######## design 1 ########
`src/rtl/mem_fill_ctrl.sv`:
```
// Memory-side controller for the write-back data cache: assembles missed lines
// from DRAM beats for the fill port and forwards writeback beats to DRAM.
module mem_fill_ctrl #(
  parameter int LOG2CACHELINESIZE = 9,
  parameter int LOG2DRAMWIDTHBITS = 7
) (
  input  logic                                mem_clk,
  input  logic                                resetn,
  input  logic                                miss_req,
  input  logic [31:0]                         miss_addr,
  output logic                                miss_ack,
  output logic [31:0]                         mem_filladdr,
  output logic [(2**LOG2CACHELINESIZE)-1:0]   mem_filldata,
  output logic                                mem_fillrddirty,
  output logic                                mem_fillwe,
  input  logic [31:0]                         mem_wbaddr,
  input  logic [(2**LOG2DRAMWIDTHBITS)-1:0]   mem_wbdata,
  input  logic                                mem_wbwe,
  output logic                                mem_wback,
  output logic [31:0]                         dram_address,
  output logic                                dram_read,
  output logic                                dram_write,
  output logic [(2**LOG2DRAMWIDTHBITS)-1:0]   dram_writedata,
  input  logic                                dram_waitrequest,
  input  logic [(2**LOG2DRAMWIDTHBITS)-1:0]   dram_readdata,
  input  logic                                dram_readvalid
);

  localparam int CACHELINESIZE = 2**LOG2CACHELINESIZE;
  localparam int DRAMWIDTHBITS = 2**LOG2DRAMWIDTHBITS;
  localparam int BEATS         = CACHELINESIZE / DRAMWIDTHBITS;
  localparam int CW            = $clog2(BEATS) + 1;
  localparam int OFFS_BITS     = LOG2CACHELINESIZE - 3;
  localparam int BEAT_SHIFT    = LOG2DRAMWIDTHBITS - 3;
  localparam logic [31:0] LINE_MASK = ~((32'd1 << OFFS_BITS) - 32'd1);

  typedef enum logic [2:0] {
    IDLE,
    WB,
    RD_ISSUE,
    RD_WAIT,
    NOTIFY,
    FILL
  } state_t;

  state_t                   state_q;
  logic [CW-1:0]            issue_cnt_q;
  logic [CW-1:0]            recv_cnt_q;
  logic [CW-1:0]            recv_cnt_d;
  logic [31:0]              line_base_q;
  logic [CACHELINESIZE-1:0] line_q;
  logic                     miss_ack_q;
  logic                     rd_accept;
  logic                     beat_in;
  logic                     last_issue;
  logic [31:0]              issue_off;

  assign rd_accept  = (state_q == RD_ISSUE) && !dram_waitrequest;
  assign beat_in    = dram_readvalid && ((state_q == RD_ISSUE) || (state_q == RD_WAIT));
  assign recv_cnt_d = recv_cnt_q + CW'(beat_in);
  assign last_issue = (issue_cnt_q == CW'(BEATS - 1));
  assign issue_off  = 32'(issue_cnt_q) << BEAT_SHIFT;

  always_ff @(posedge mem_clk or negedge resetn) begin
    if (!resetn) begin
      state_q     <= IDLE;
      issue_cnt_q <= '0;
      recv_cnt_q  <= '0;
      line_base_q <= '0;
      line_q      <= '0;
      miss_ack_q  <= 1'b0;
    end else begin
      miss_ack_q <= 1'b0;

      if (beat_in) begin
        for (int unsigned b = 0; b < BEATS; b++) begin
          if (recv_cnt_q == CW'(b)) begin
            line_q[b*DRAMWIDTHBITS +: DRAMWIDTHBITS] <= dram_readdata;
          end
        end
        recv_cnt_q <= recv_cnt_d;
      end

      case (state_q)
        IDLE: begin
          if (mem_wbwe) begin
            state_q <= WB;
          end else if (miss_req) begin
            state_q     <= RD_ISSUE;
            line_base_q <= miss_addr & LINE_MASK;
            issue_cnt_q <= '0;
            recv_cnt_q  <= '0;
            miss_ack_q  <= 1'b1;
          end
        end
        WB: begin
          if (!dram_waitrequest) state_q <= IDLE;
        end
        RD_ISSUE: begin
          if (rd_accept) issue_cnt_q <= issue_cnt_q + CW'(1);
          // Line completion wins over the issue bookkeeping in the same cycle.
          if (recv_cnt_d == CW'(BEATS)) begin
            state_q <= NOTIFY;
          end else if (rd_accept && last_issue) begin
            state_q <= RD_WAIT;
          end
        end
        RD_WAIT: begin
          if (recv_cnt_d == CW'(BEATS)) state_q <= NOTIFY;
        end
        NOTIFY:  state_q <= FILL;
        FILL:    state_q <= IDLE;
        default: state_q <= IDLE;
      endcase
    end
  end

  always_comb begin
    dram_read      = 1'b0;
    dram_write     = 1'b0;
    dram_address   = '0;
    dram_writedata = '0;
    if (state_q == WB) begin
      dram_write     = 1'b1;
      dram_address   = mem_wbaddr;
      dram_writedata = mem_wbdata;
    end else if (state_q == RD_ISSUE) begin
      dram_read    = 1'b1;
      dram_address = line_base_q + issue_off;
    end
  end

  // Ack is combinational so the writeback buffer advances on the accepting edge.
  assign mem_wback       = (state_q == WB) && !dram_waitrequest;
  assign miss_ack        = miss_ack_q;
  assign mem_fillrddirty = (state_q == NOTIFY);
  assign mem_fillwe      = (state_q == FILL);
  assign mem_filladdr    = line_base_q;
  assign mem_filldata    = line_q;

endmodule

```
`config.mk`:
```
export PLATFORM = sky130hd
export DESIGN_NAME = mem_fill_ctrl
export DESIGN_NICKNAME = d
export VERILOG_FILES = /design/src/rtl/mem_fill_ctrl.sv
export SDC_FILE = /design/constraint.sdc
export NUM_CORES = 1
export LEC_CHECK = 0
export ABC_AREA = 0
export CORE_AREA = 2 2 405 407
export CTS_CLUSTER_SIZE = 40
export DETAILED_ROUTE_END_ITERATION = 8
export DIE_AREA = 0 0 407 409
export PLACE_DENSITY = 0.4
export SLEW_MARGIN = 20
export SYNTH_ARGS = -nofsm -noshare
export SYNTH_HDL_FRONTEND = slang
export SYNTH_SLANG_ARGS = --single-unit
export TNS_END_PERCENT = 1
```
`constraint.sdc`:
```
create_clock -name mem_clk -period 4.15 [get_ports mem_clk]
set_clock_uncertainty 0.05 [all_clocks]
set_input_delay 1.0375 -clock mem_clk [delete_from_list [all_inputs] [get_ports mem_clk]]
set_output_delay 1.0375 -clock mem_clk [all_outputs]
set_load 0.02 [all_outputs]
```
######## design 2 ########
`src/rtl/gray_pkg.sv`:
```
// Shared types and constants for the Gray-code synchronizer/decoder.
package gray_pkg;

    localparam int GRAY_WIDTH_DEF = 4;
    localparam int ERR_CNT_W      = 8;
    localparam logic [ERR_CNT_W-1:0] ERR_CNT_MAX = 8'd255;

    typedef enum logic {
        INIT  = 1'b0,
        TRACK = 1'b1
    } state_t;

endpackage

```
`src/rtl/gray_sync_decoder_gray2bin.sv`:
```
// Combinational Gray-to-binary decode, parameterised by code width.
module gray2bin #(
    parameter int WIDTH = 4
) (
    input  logic [WIDTH-1:0] i_gray,
    output logic [WIDTH-1:0] o_bin
);

    // b[i] = b[i+1] ^ g[i] unrolls to the XOR of all Gray bits at or above i,
    // which avoids a bit-level self-reference on o_bin.
    always_comb begin
        o_bin = '0;
        for (int i = 0; i < WIDTH; i++) begin
            o_bin[i] = ^(i_gray >> i);
        end
    end

endmodule

```
`src/rtl/gray_sync_decoder.sv`:
```
// Synchronizes a Gray count from another domain, decodes it to binary and
// tracks step direction and illegal (multi-bit) steps.
module gray_sync_decoder
    import gray_pkg::*;
#(
    parameter int WIDTH       = GRAY_WIDTH_DEF,
    parameter int SYNC_STAGES = 2
) (
    input  logic                 clk,
    input  logic                 rst_n,
    input  logic [WIDTH-1:0]     gray_in,
    input  logic                 clear_err,
    output logic [WIDTH-1:0]     bin_out,
    output logic                 bin_valid,
    output logic                 dir,
    output logic                 step_err,
    output logic [ERR_CNT_W-1:0] err_cnt,
    output state_t               dbg_state
);

    if (SYNC_STAGES < 2) begin : g_bad_sync
        $error("gray_sync_decoder: SYNC_STAGES must be at least 2");
    end

    logic [WIDTH-1:0]     r_sync [SYNC_STAGES];
    logic [WIDTH-1:0]     r_gray_prev;
    logic [WIDTH-1:0]     r_bin_out;
    logic                 r_bin_valid;
    logic                 r_dir;
    logic                 r_step_err;
    logic [ERR_CNT_W-1:0] r_err_cnt;
    state_t               r_state;

    logic [WIDTH-1:0]     w_sync_q;
    logic [WIDTH-1:0]     w_bin_new;
    logic [WIDTH-1:0]     w_diff;
    logic                 w_changed;
    logic                 w_single;

    // Plain flop chain: no logic between stages so each stage can resolve.
    always_ff @(posedge clk or negedge rst_n) begin
        if (!rst_n) begin
            for (int i = 0; i < SYNC_STAGES; i++) begin
                r_sync[i] <= '0;
            end
        end else begin
            r_sync[0] <= gray_in;
            for (int i = 1; i < SYNC_STAGES; i++) begin
                r_sync[i] <= r_sync[i-1];
            end
        end
    end

    assign w_sync_q  = r_sync[SYNC_STAGES-1];
    assign w_diff    = w_sync_q ^ r_gray_prev;
    assign w_changed = |w_diff;
    // Exactly one bit set: nonzero and clearing the lowest set bit leaves zero.
    assign w_single  = w_changed && ((w_diff & (w_diff - WIDTH'(1))) == '0);

    gray2bin #(
        .WIDTH (WIDTH)
    ) u_gray2bin (
        .i_gray (w_sync_q),
        .o_bin  (w_bin_new)
    );

    // gray_prev is 0 in INIT, so "changed" there means "sync_q is nonzero".
    always_ff @(posedge clk or negedge rst_n) begin
        if (!rst_n) begin
            r_state     <= INIT;
            r_gray_prev <= '0;
            r_bin_out   <= '0;
            r_bin_valid <= 1'b0;
            r_dir       <= 1'b0;
            r_step_err  <= 1'b0;
            r_err_cnt   <= '0;
        end else begin
            r_bin_valid <= 1'b0;
            r_step_err  <= 1'b0;
            if (clear_err) begin
                r_err_cnt <= '0;
            end
            case (r_state)
                INIT: begin
                    if (w_changed) begin
                        r_bin_out   <= w_bin_new;
                        r_gray_prev <= w_sync_q;
                        r_bin_valid <= 1'b1;
                        r_state     <= TRACK;
                    end
                end
                TRACK: begin
                    if (w_changed) begin
                        r_bin_out   <= w_bin_new;
                        r_gray_prev <= w_sync_q;
                        r_bin_valid <= 1'b1;
                        if (w_single) begin
                            r_dir <= (w_bin_new == r_bin_out + WIDTH'(1));
                        end else begin
                            r_step_err <= 1'b1;
                            if (clear_err) begin
                                r_err_cnt <= ERR_CNT_W'(1);
                            end else if (r_err_cnt != ERR_CNT_MAX) begin
                                r_err_cnt <= r_err_cnt + ERR_CNT_W'(1);
                            end
                        end
                    end
                end
                default: r_state <= INIT;
            endcase
        end
    end

    assign bin_out   = r_bin_out;
    assign bin_valid = r_bin_valid;
    assign dir       = r_dir;
    assign step_err  = r_step_err;
    assign err_cnt   = r_err_cnt;
    assign dbg_state = r_state;

endmodule
```
`config.mk`:
```
export PLATFORM = sky130hd
export DESIGN_NAME = gray_sync_decoder
export DESIGN_NICKNAME = d
export VERILOG_FILES = /design/src/rtl/gray_pkg.sv /design/src/rtl/gray_sync_decoder_gray2bin.sv /design/src/rtl/gray_sync_decoder.sv
export SDC_FILE = /design/constraint.sdc
export NUM_CORES = 1
export LEC_CHECK = 0
export CORE_UTILIZATION = 46
export DETAILED_ROUTE_END_ITERATION = 6
export HOLD_SLACK_MARGIN = 0.05
export PLACE_DENSITY = 0.74
export SYNTH_ARGS = -nofsm -noshare
export SYNTH_HDL_FRONTEND = slang
export SYNTH_SLANG_ARGS = --single-unit
export TNS_END_PERCENT = 30
```
`constraint.sdc`:
```
create_clock -name clk -period 2 [get_ports clk]
set_clock_uncertainty 0.05 [all_clocks]
set_input_delay 0.4 -clock clk [delete_from_list [all_inputs] [get_ports clk]]
set_output_delay 0.4 -clock clk [all_outputs]
set_load 0.01 [all_outputs]
```
######## design 3 ########
==> src/rtl/uart_line_pkg.sv <==
// -----------------------------------------------------------------------------
// uart_line_pkg
// Shared definitions for the UART line-echo block:
//   - state_t  : FSM state encoding used by uart_line_echo
//   - CHAR_*   : control characters recognised on the receive side
//   - to_upper : ASCII lower-to-upper case mapping, used only when the
//                LINE_ECHO_UPCASE_EN macro is defined at build time
// -----------------------------------------------------------------------------
package uart_line_pkg;

   typedef enum logic [2:0] {
      IDLE,
      POP,
      SETTLE,
      CLASSIFY,
      ECHO,
      SEND_CR,
      SEND_LF,
      GAP
   } state_t;

   localparam logic [7:0] CHAR_CR = 8'h0D;
   localparam logic [7:0] CHAR_LF = 8'h0A;
   localparam logic [7:0] CHAR_BS = 8'h08;

   // 'a'..'z' map to 'A'..'Z'; every other byte passes through unchanged.
   function automatic logic [7:0] to_upper(input logic [7:0] i_char);
      if ((i_char >= 8'h61) && (i_char <= 8'h7A)) begin
         return i_char - 8'h20;
      end
      return i_char;
   endfunction

endpackage

==> src/rtl/line_buffer_ram.sv <==
// -----------------------------------------------------------------------------
// line_buffer_ram
// DEPTH x 8 storage for one text line.
//   clk     : system clock
//   i_we    : write enable (synchronous write)
//   i_waddr : write address
//   i_wdata : write data
//   i_raddr : read address (asynchronous read)
//   o_rdata : read data, combinationally follows i_raddr
// -----------------------------------------------------------------------------
module line_buffer_ram #(
   parameter int DEPTH = 16,
   parameter int AW    = $clog2(DEPTH)
) (
   input  logic          clk,
   input  logic          i_we,
   input  logic [AW-1:0] i_waddr,
   input  logic [7:0]    i_wdata,
   input  logic [AW-1:0] i_raddr,
   output logic [7:0]    o_rdata
);

   logic [7:0] r_mem [DEPTH];

   // NOTE: storage arrays carry no reset; line_count gates which entries are
   // ever read, so stale contents are harmless and the array maps onto plain RAM.
   always_ff @(posedge clk) begin
      if (i_we) begin
         r_mem[i_waddr] <= i_wdata;
      end
   end

   assign o_rdata = r_mem[i_raddr];

endmodule

==> src/rtl/uart_line_echo.sv <==
// -----------------------------------------------------------------------------
// uart_line_echo
// Collects characters from a UART receive FIFO into a line buffer; on CR the
// stored line is written to the transmit FIFO followed by CR LF. BS deletes
// the last stored character. Characters beyond LINE_DEPTH are dropped and
// flagged with a sticky overflow bit that clears after the line is echoed.
//
// Build option: define LINE_ECHO_UPCASE_EN to store 'a'..'z' as 'A'..'Z'.
//
// Ports:
//   clk              : system clock
//   reset            : synchronous, active-low reset
//   rx_data_in       : head byte of the receive FIFO
//   rx_data_present  : receive FIFO is non-empty
//   read_rx_data_ack : one-cycle pop of the receive FIFO
//   tx_data_out      : registered byte to transmit, held between writes
//   write_tx_data    : one-cycle push into the transmit FIFO
//   tx_buffer_full   : transmit FIFO is full
//   line_count       : number of characters currently stored
//   overflow         : sticky, a character of the current line was dropped
//   busy             : FSM is outside IDLE
// -----------------------------------------------------------------------------
module uart_line_echo
   import uart_line_pkg::*;
#(
   parameter int LINE_DEPTH = 16
) (
   input  logic                        clk,
   input  logic                        reset,
   input  logic [7:0]                  rx_data_in,
   input  logic                        rx_data_present,
   output logic                        read_rx_data_ack,
   output logic [7:0]                  tx_data_out,
   output logic                        write_tx_data,
   input  logic                        tx_buffer_full,
   output logic [$clog2(LINE_DEPTH):0] line_count,
   output logic                        overflow,
   output logic                        busy
);

   localparam int AW = $clog2(LINE_DEPTH);
   localparam int CW = AW + 1;
   localparam logic [CW-1:0] DEPTH_C = CW'(LINE_DEPTH);

   // Registered state
   state_t        r_state;
   state_t        r_gap_ret;     // where GAP goes once the spacing cycle is over
   logic [7:0]    r_byte;
   logic [CW-1:0] r_count;
   logic [CW-1:0] r_index;
   logic          r_overflow;
   logic [7:0]    r_tx_data;
   logic          r_write;

   // Next-state and datapath control
   state_t        w_next_state;
   state_t        w_next_gap_ret;
   logic          w_ram_we;
   logic          w_count_inc;
   logic          w_count_dec;
   logic          w_set_ovf;
   logic          w_idx_clr;
   logic          w_idx_inc;
   logic          w_clear_line;
   logic          w_load_tx;
   logic [7:0]    w_tx_byte;
   logic [7:0]    w_rd_data;
   logic [7:0]    w_store_byte;

`ifdef LINE_ECHO_UPCASE_EN
   assign w_store_byte = to_upper(r_byte);
`else
   assign w_store_byte = r_byte;
`endif

   line_buffer_ram #(
      .DEPTH (LINE_DEPTH),
      .AW    (AW)
   ) u_line_buffer_ram (
      .clk     (clk),
      .i_we    (w_ram_we),
      .i_waddr (r_count[AW-1:0]),
      .i_wdata (w_store_byte),
      .i_raddr (r_index[AW-1:0]),
      .o_rdata (w_rd_data)
   );

   // NOTE: sequential state uses non-blocking assignment so every register
   // samples pre-edge values regardless of statement order.
   always_ff @(posedge clk) begin
      if (!reset) begin
         r_state <= IDLE;
      end else begin
         r_state <= w_next_state;
      end
   end

   // NOTE: every signal gets its default before the case so no path can
   // leave one unassigned and infer a latch.
   always_comb begin
      w_next_state   = r_state;
      w_next_gap_ret = r_gap_ret;
      w_ram_we       = 1'b0;
      w_count_inc    = 1'b0;
      w_count_dec    = 1'b0;
      w_set_ovf      = 1'b0;
      w_idx_clr      = 1'b0;
      w_idx_inc      = 1'b0;
      w_clear_line   = 1'b0;
      w_load_tx      = 1'b0;
      w_tx_byte      = 8'h00;

      unique case (r_state)
         IDLE: begin
            if (rx_data_present) begin
               w_next_state = POP;
            end
         end

         POP: begin
            w_next_state = SETTLE;
         end

         // Gives the receive FIFO one cycle to update rx_data_present.
         SETTLE: begin
            w_next_state = CLASSIFY;
         end

         CLASSIFY: begin
            if (r_byte == CHAR_CR) begin
               w_idx_clr    = 1'b1;
               w_next_state = ECHO;
            end else if (r_byte == CHAR_BS) begin
               w_count_dec  = (r_count != '0);
               w_next_state = IDLE;
            end else if (r_count < DEPTH_C) begin
               w_ram_we     = 1'b1;
               w_count_inc  = 1'b1;
               w_next_state = IDLE;
            end else begin
               w_set_ovf    = 1'b1;
               w_next_state = IDLE;
            end
         end

         ECHO: begin
            if (r_index == r_count) begin
               w_next_state = SEND_CR;
            end else if (!tx_buffer_full) begin
               w_load_tx      = 1'b1;
               w_tx_byte      = w_rd_data;
               w_idx_inc      = 1'b1;
               w_next_gap_ret = ECHO;
               w_next_state   = GAP;
            end
         end

         SEND_CR: begin
            if (!tx_buffer_full) begin
               w_load_tx      = 1'b1;
               w_tx_byte      = CHAR_CR;
               w_next_gap_ret = SEND_LF;
               w_next_state   = GAP;
            end
         end

         SEND_LF: begin
            if (!tx_buffer_full) begin
               w_load_tx      = 1'b1;
               w_tx_byte      = CHAR_LF;
               w_next_gap_ret = IDLE;
               w_next_state   = GAP;
            end
         end

         // The write registered on entry is visible during this cycle; the
         // LF gap ends the line and releases the buffer.
         GAP: begin
            w_next_state = r_gap_ret;
            w_clear_line = (r_gap_ret == IDLE);
         end

         default: begin
            w_next_state = IDLE;
         end
      endcase
   end

   always_ff @(posedge clk) begin
      if (!reset) begin
         r_gap_ret  <= IDLE;
         r_byte     <= 8'h00;
         r_count    <= '0;
         r_index    <= '0;
         r_overflow <= 1'b0;
         r_tx_data  <= 8'h00;
         r_write    <= 1'b0;
      end else begin
         r_gap_ret <= w_next_gap_ret;

         if (r_state == POP) begin
            r_byte <= rx_data_in;
         end

         if (w_clear_line) begin
            r_count <= '0;
         end else if (w_count_inc) begin
            r_count <= r_count + CW'(1);
         end else if (w_count_dec) begin
            r_count <= r_count - CW'(1);
         end

         if (w_clear_line || w_idx_clr) begin
            r_index <= '0;
         end else if (w_idx_inc) begin
            r_index <= r_index + CW'(1);
         end

         if (w_clear_line) begin
            r_overflow <= 1'b0;
         end else if (w_set_ovf) begin
            r_overflow <= 1'b1;
         end

         // Data and strobe are registered together so the byte is valid in
         // the same cycle the push is asserted.
         r_write <= w_load_tx;
         if (w_load_tx) begin
            r_tx_data <= w_tx_byte;
         end
      end
   end

   assign read_rx_data_ack = (r_state == POP);
   assign write_tx_data    = r_write;
   assign tx_data_out      = r_tx_data;
   assign line_count       = r_count;
   assign overflow         = r_overflow;
   assign busy             = (r_state != IDLE);

endmodule

==> config.mk <==
export PLATFORM = sky130hd
export DESIGN_NAME = uart_line_echo
export DESIGN_NICKNAME = d
export VERILOG_FILES = /design/src/rtl/uart_line_pkg.sv /design/src/rtl/line_buffer_ram.sv /design/src/rtl/uart_line_echo.sv
export SDC_FILE = /design/constraint.sdc
export NUM_CORES = 1
export LEC_CHECK = 0
export ABC_AREA = 1
export CELL_PAD_IN_SITES_DETAIL_PLACEMENT = 0
export CELL_PAD_IN_SITES_GLOBAL_PLACEMENT = 1
export CORE_MARGIN = 8
export CORE_UTILIZATION = 52
export CTS_CLUSTER_SIZE = 24
export DETAILED_ROUTE_END_ITERATION = 8
export GPL_ROUTABILITY_DRIVEN = 0
export MAX_ROUTING_LAYER = met4
export PLACE_DENSITY = 0.85
export SYNTH_ARGS = -nofsm -noshare
export SYNTH_HDL_FRONTEND = slang
export SYNTH_SLANG_ARGS = --single-unit
==> constraint.sdc <==
create_clock -name clk -period 5.24 [get_ports clk]
set_clock_uncertainty 0.15 [all_clocks]
set_input_delay 1.048 -clock clk [delete_from_list [all_inputs] [get_ports clk]]
set_output_delay 1.048 -clock clk [all_outputs]
set_load 0.01 [all_outputs]
Fig. 1: design 2, cell classes on the final placement
(8 px per um) Fill, decap, tap and diode cells in gray.
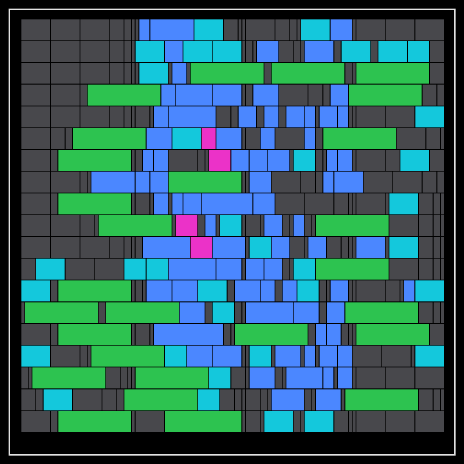
- remaining logic cells: blue (cells 80; share of their area 38%)
- remaining buffers and delay cells: cyan (cells 35; share of their area 19%)
- clock drivers and dummy loads: magenta (cells 4; share of their area 1.7%)
- registers: green (cells 27; share of their area 41%)
Rows: 19
post-layout util: 61.3%
Core Region: 2730 sq um
flop share of the area: 40.4%
post-route cell area: 1680 sq um

==> flow_summary.yaml, design 2 <==
# physical design summary
critical_path:
  critPathTopFamily: "flip-flops"
  r2r_cells: 6
  crit_path_start_kind: "flip-flop"
  path_class: "flip-flop to flip-flop"
  crit_chain: "xnor2_2 -> maj3_2 -> a211o_4 -> inv_6 -> nand3_2 -> mux2_4"
  r2r-start: "r_gray_prev[1]"
grt:
  grt_max_degree: 28
  grt_use_total_pct: 16.6
  grt_pass1_vias: 917
worst_hold_path:
  min_path_cells: 0
  hold_path_end: "w_sync_q[0]"
run_status:
  status: "complete, no violations"
placed_design:
  dp_hpwl_um: 1720
  pre_cts_slack_ns: 0.0369
timing:
  finalMaxSlewViolations: 0
  hold_viol: 0
  period_needed_ns: 1.96
  finalCritPeriodShare_pct: 98.0
  tns_ns: 0
drt:
  num_vias: 983
  vias_per_cell: 5.55
synthesis:
  ys_seq_share_pct: 51.3
  ys_cells: 115
  syn_avg_cell_area_sq_um: 11.5
  yosysMostFrequentCell: "dfrtp_1"
  ys.flop_type: "dfrtp_1"
  async_flop_share_pct: 100
power:
  seqPwrFrac_pct: 52.8
  clkPwrFrac_pct: 19.2
  peakVddDrop_mv: 0.489
  leakage_uw: 0.000705
  swShare_pct: 29.3
clock_network:
  cts_inserted_buffers: 3
  clockRootBuffer: "clkbuf_4"
floorplan:
  chip_area_sq_um: 3080
run:
  warning_count: 27
finish:
  final_net_count: 156
  diodes: 0
-- design 2: what timing repair did --
item,in CTS,in global routing
setup buffers,0,1
resized,0,6
hold buffers,0,0
setup endpoints to repair,0,4
-- design 2: logic make-up after synthesis --
logic type	share of synthesized area, %
xor gates and xnor gates	10.4
buffers and inverters	6.17
adders and majority gates	2.75
muxes	4.37
AOI/OAI and AO/OA	7.98
and+or+nand+nor	17.0
DFF	51.3
-- design 2: power groups by stage --
stage	clock [uW]	combinational, uW	sequential [uW]
4_1_cts	240	333	638
3_5_place_dp	0	332	648
6_report	232	339	638
2_1_floorplan	0	178	656
3_3_place_gp	0	324	643
5_1_grt	259	373	645
-- design 2: area by class of cell --
type | instances | share of cell area, %
Inverter | 3 | 0.971
Clock buffer | 3 | 1.34
Timing Repair Buffer | 35 | 19.0
Sequential cell | 27 | 40.4
Multi-Input combinational cell | 77 | 35.7
Clock inverter | 1 | 0.299
Tap cell | 31 | 2.32
-- design 2: metal layers --
metal  wire, um  global-route usage (%)  share of wire (%)  vias up
met5          0                       0                  0        -
met2       1140                    27.0                 48       28
met3         86                    2.34                3.6        4
met1       1110                    21.9                 47      486
li1           -                       -                  -      465
met4         38                    7.50                1.6        0
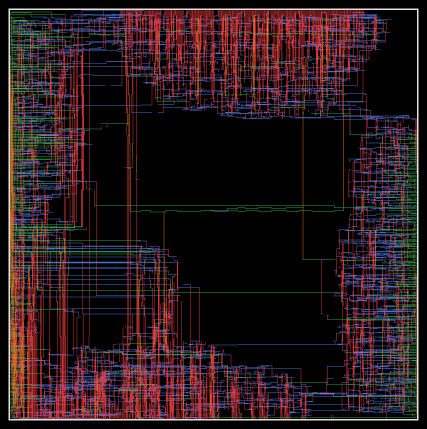
Fig. 2. Signal wires by layer (design 1).
(1 px per um)
- M3: green (wire length 10800 um)
- M5: purple (wire length 35.9 um)
- M1: blue (wire length 36.7 mm)
- M2: red (wire length 54.0 mm)
- M4: orange (wire length 4470 um)
total track usage: 12.4%
total number of vias: 16681
wire per inst: 22.1 um

==> flow_summary.yaml, design 1 <==
# physical design summary
run_status:
  status: "complete, no violations"
floorplan:
  io_pins: 1036
  row_count: 148
  die_x_um: 407
power:
  p_sw_uw: 12500
  p_int_uw: 19900
  p_clk_uw: 6290
  comb-power_uw: 16700
  clkPwrFrac_pct: 19.4
  finalPower_uw: 32400
  swShare_pct: 38.5
finish:
  nClkBuffers: 106
  sh_comb_area_pct: 21.3
  largest_class: "registers"
  fin_area_sq_um: 37900
critical_path:
  critPathTopFamily: "buffers and inverters"
  endpoint_kind: "output port"
synthesis:
  ys_sh_aoi_pct: 1.45
  syn_inst: 1487
  ys_warn_count: 0
  synthTopLogicFamily: "multiplexers"
  ys_sh_simple_pct: 6.42
  ys_seq_share_pct: 61.8
grt:
  met3_usage_pct: 5.43
  gr-total-overflow: 0
  top_usage_layer: "met2"
  antenna_found_initial: 52
  use_met2_pct: 21.7
clock_network:
  insertion_delay_ns: 0.65
  cts_sinks: 548
  cts_tree: "yes"
  htreeDepth: 3
timing:
  setup_viol: 0
  period_needed_ns: 4.01
  layout_setup_ws_ns: 0.140
run:
  drv_cap: 0
  warning_count: 33
drt:
  first_pass_iters: 4
  wl_um: 106000
placed_design:
  dp_cells: 4641
  dpl-instance-area_sq_um: 35500
  pre_cts_slack_ns: 0.544
  portBuffers: 1023
## design 1: cells in the mapped netlist, types with 8 or more instances
master	number	area share [%]
dfrtp_1	548	62
mux2_2	537	27
and2_1	133	3.7
buf_2	63	1.4
nand2_1	31	0.52
clkbuf_1	23	0.39
nand3_1	20	0.45
nor2_1	10	0.17
o211ai_1	10	0.34
o21ai_0	9	0.20
or4_1	9	0.30
xor2_1	9	0.36
nand4_1	8	0.23
nor3_1	8	0.18
## design 1: path summary, 6_finish.rpt
| path | from | endpoint | slack [ns] | depth (start not counted) |
|---|---|---|---|---|
| min in group mem_clk | mem_filldata[385] | mem_filldata[385] | 0.45 | 1 |
| max | mem_filladdr[16] | dram_address[29] | 0.14 | 6 |
| min | resetn | mem_filldata[194] | 0.30 | 1 |
| min reg2reg | mem_filldata[385] | mem_filldata[385] | 0.45 | 1 |
| max reg2reg | state_q[2] | mem_filldata[354] | 1.76 | 7 |
| max in group asynchronous | resetn | mem_filldata[249] | 2.73 | 2 |
## design 1: what timing repair did
action                     CTS  global route
pin swaps                    1             1
buffers inserted             0             2
hold buffers                 0             0
gates resized               52            10
setup endpoints to repair   86            85
hold endpoints to repair     0             0
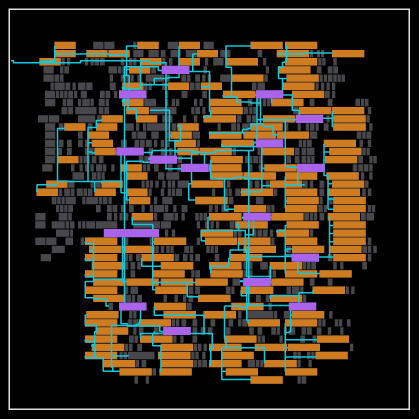
Fig. 3. Clock wires, drivers and flops (design 3).
(3 px per um)
- clock wires: cyan (length 1710 um)
- flip-flops: orange (count 165)
- clock-net drivers: purple (count 17)
- routed clock nets: 18
Clock power frac: 42.6%
Clock group: 1200 uW

==> flow_summary.yaml, design 3 <==
# physical design summary
power:
  swShare_pct: 21.3
  comb-power_uw: 115
critical_path:
  critical_path_arrival_ns: 1.77
  crit_path_start_kind: "flip-flop"
  cp_common_cell: "inv_1"
grt:
  top_usage_layer: "met2"
  use_met2_pct: 28.9
synthesis:
  fa_ha_area_share_pct: 0.987
  synth.area.top_cells: "edfxtp_1 54%, dfxtp_1 10%, nand2_1 5.7%"
  synth_top_area_share_pct: 54.1
  ys.flop_type: "edfxtp_1"
timing:
  setup_viol: 0
  layout_setup_ws_ns: 2.27
  worst_hold_slack_ns: 0.320
drt:
  drc: 0
  wire_per_inst_um: 17.7
floorplan:
  row_count: 42
  chip_area_sq_um: 17600
finish:
  clkCellAreaFrac_pct: 7.21
  flops: 165
run_status:
  status: "complete, no violations"
design 3: worst max path at each step:
stage,to,slack [ns],startpoint,depth (start not counted)
2_1_floorplan,line_count[3],2.95,r_byte[5],13
3_3_place_gp,flip-flop,2.24,reset,7
3_5_place_dp,r_index[1],2.11,reset,7
4_1_cts,busy,2.25,r_state[1],5
5_1_grt,u_line_buffer_ram.r_mem[2][1],2.10,r_byte[6],8
6_report,busy,2.27,r_state[0],5
design 3: placed cells by master, fill, tap and decap left out, drive strengths merged:
cell and count:
or2 1, a211oi 1, xor2 1, nand2 111, inv 78, ha 4
clkinv 6, o21ai 58, nand4 5, fa 1, nand3 73, a31oi 1
a22oi 1, nor3 6, a21oi 28, xnor2 3, nor4 2, a21boi 1
clkdlybuf4s50 28, o211ai 12, nor2 112, and2 1, edfxtp 128, buf 3
clkbuf 25, dfxtp 37
design 3: stage by stage:
step	utilization (%)	cells	total power (uW)
6_report	60.7	903	2810
3_5_place_dp	56.3	871	1640
2_1_floorplan	-	691	1580
3_3_place_gp	56.3	871	1640
5_1_grt	60.7	903	2900
4_1_cts	60.7	903	2820


==> gallery <==
Routing congestion map.
shot_01.png
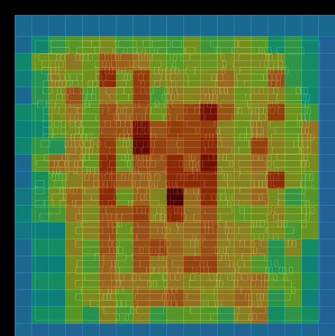
shot_02.png
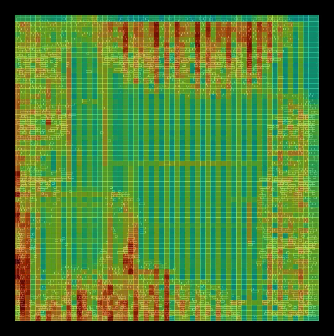
shot_03.png
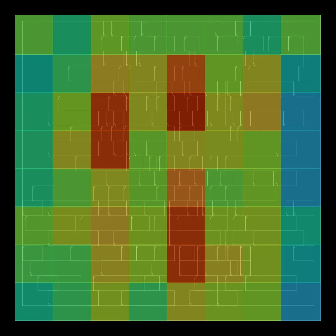
shot_02.png is design 1.
shot_01.png is design 3.
shot_03.png is design 2.
The one with the lowest track usage is shot_02.png.
The one with the least wire per cell is shot_03.png.

Power is estimated from default activity; no workload was simulated.
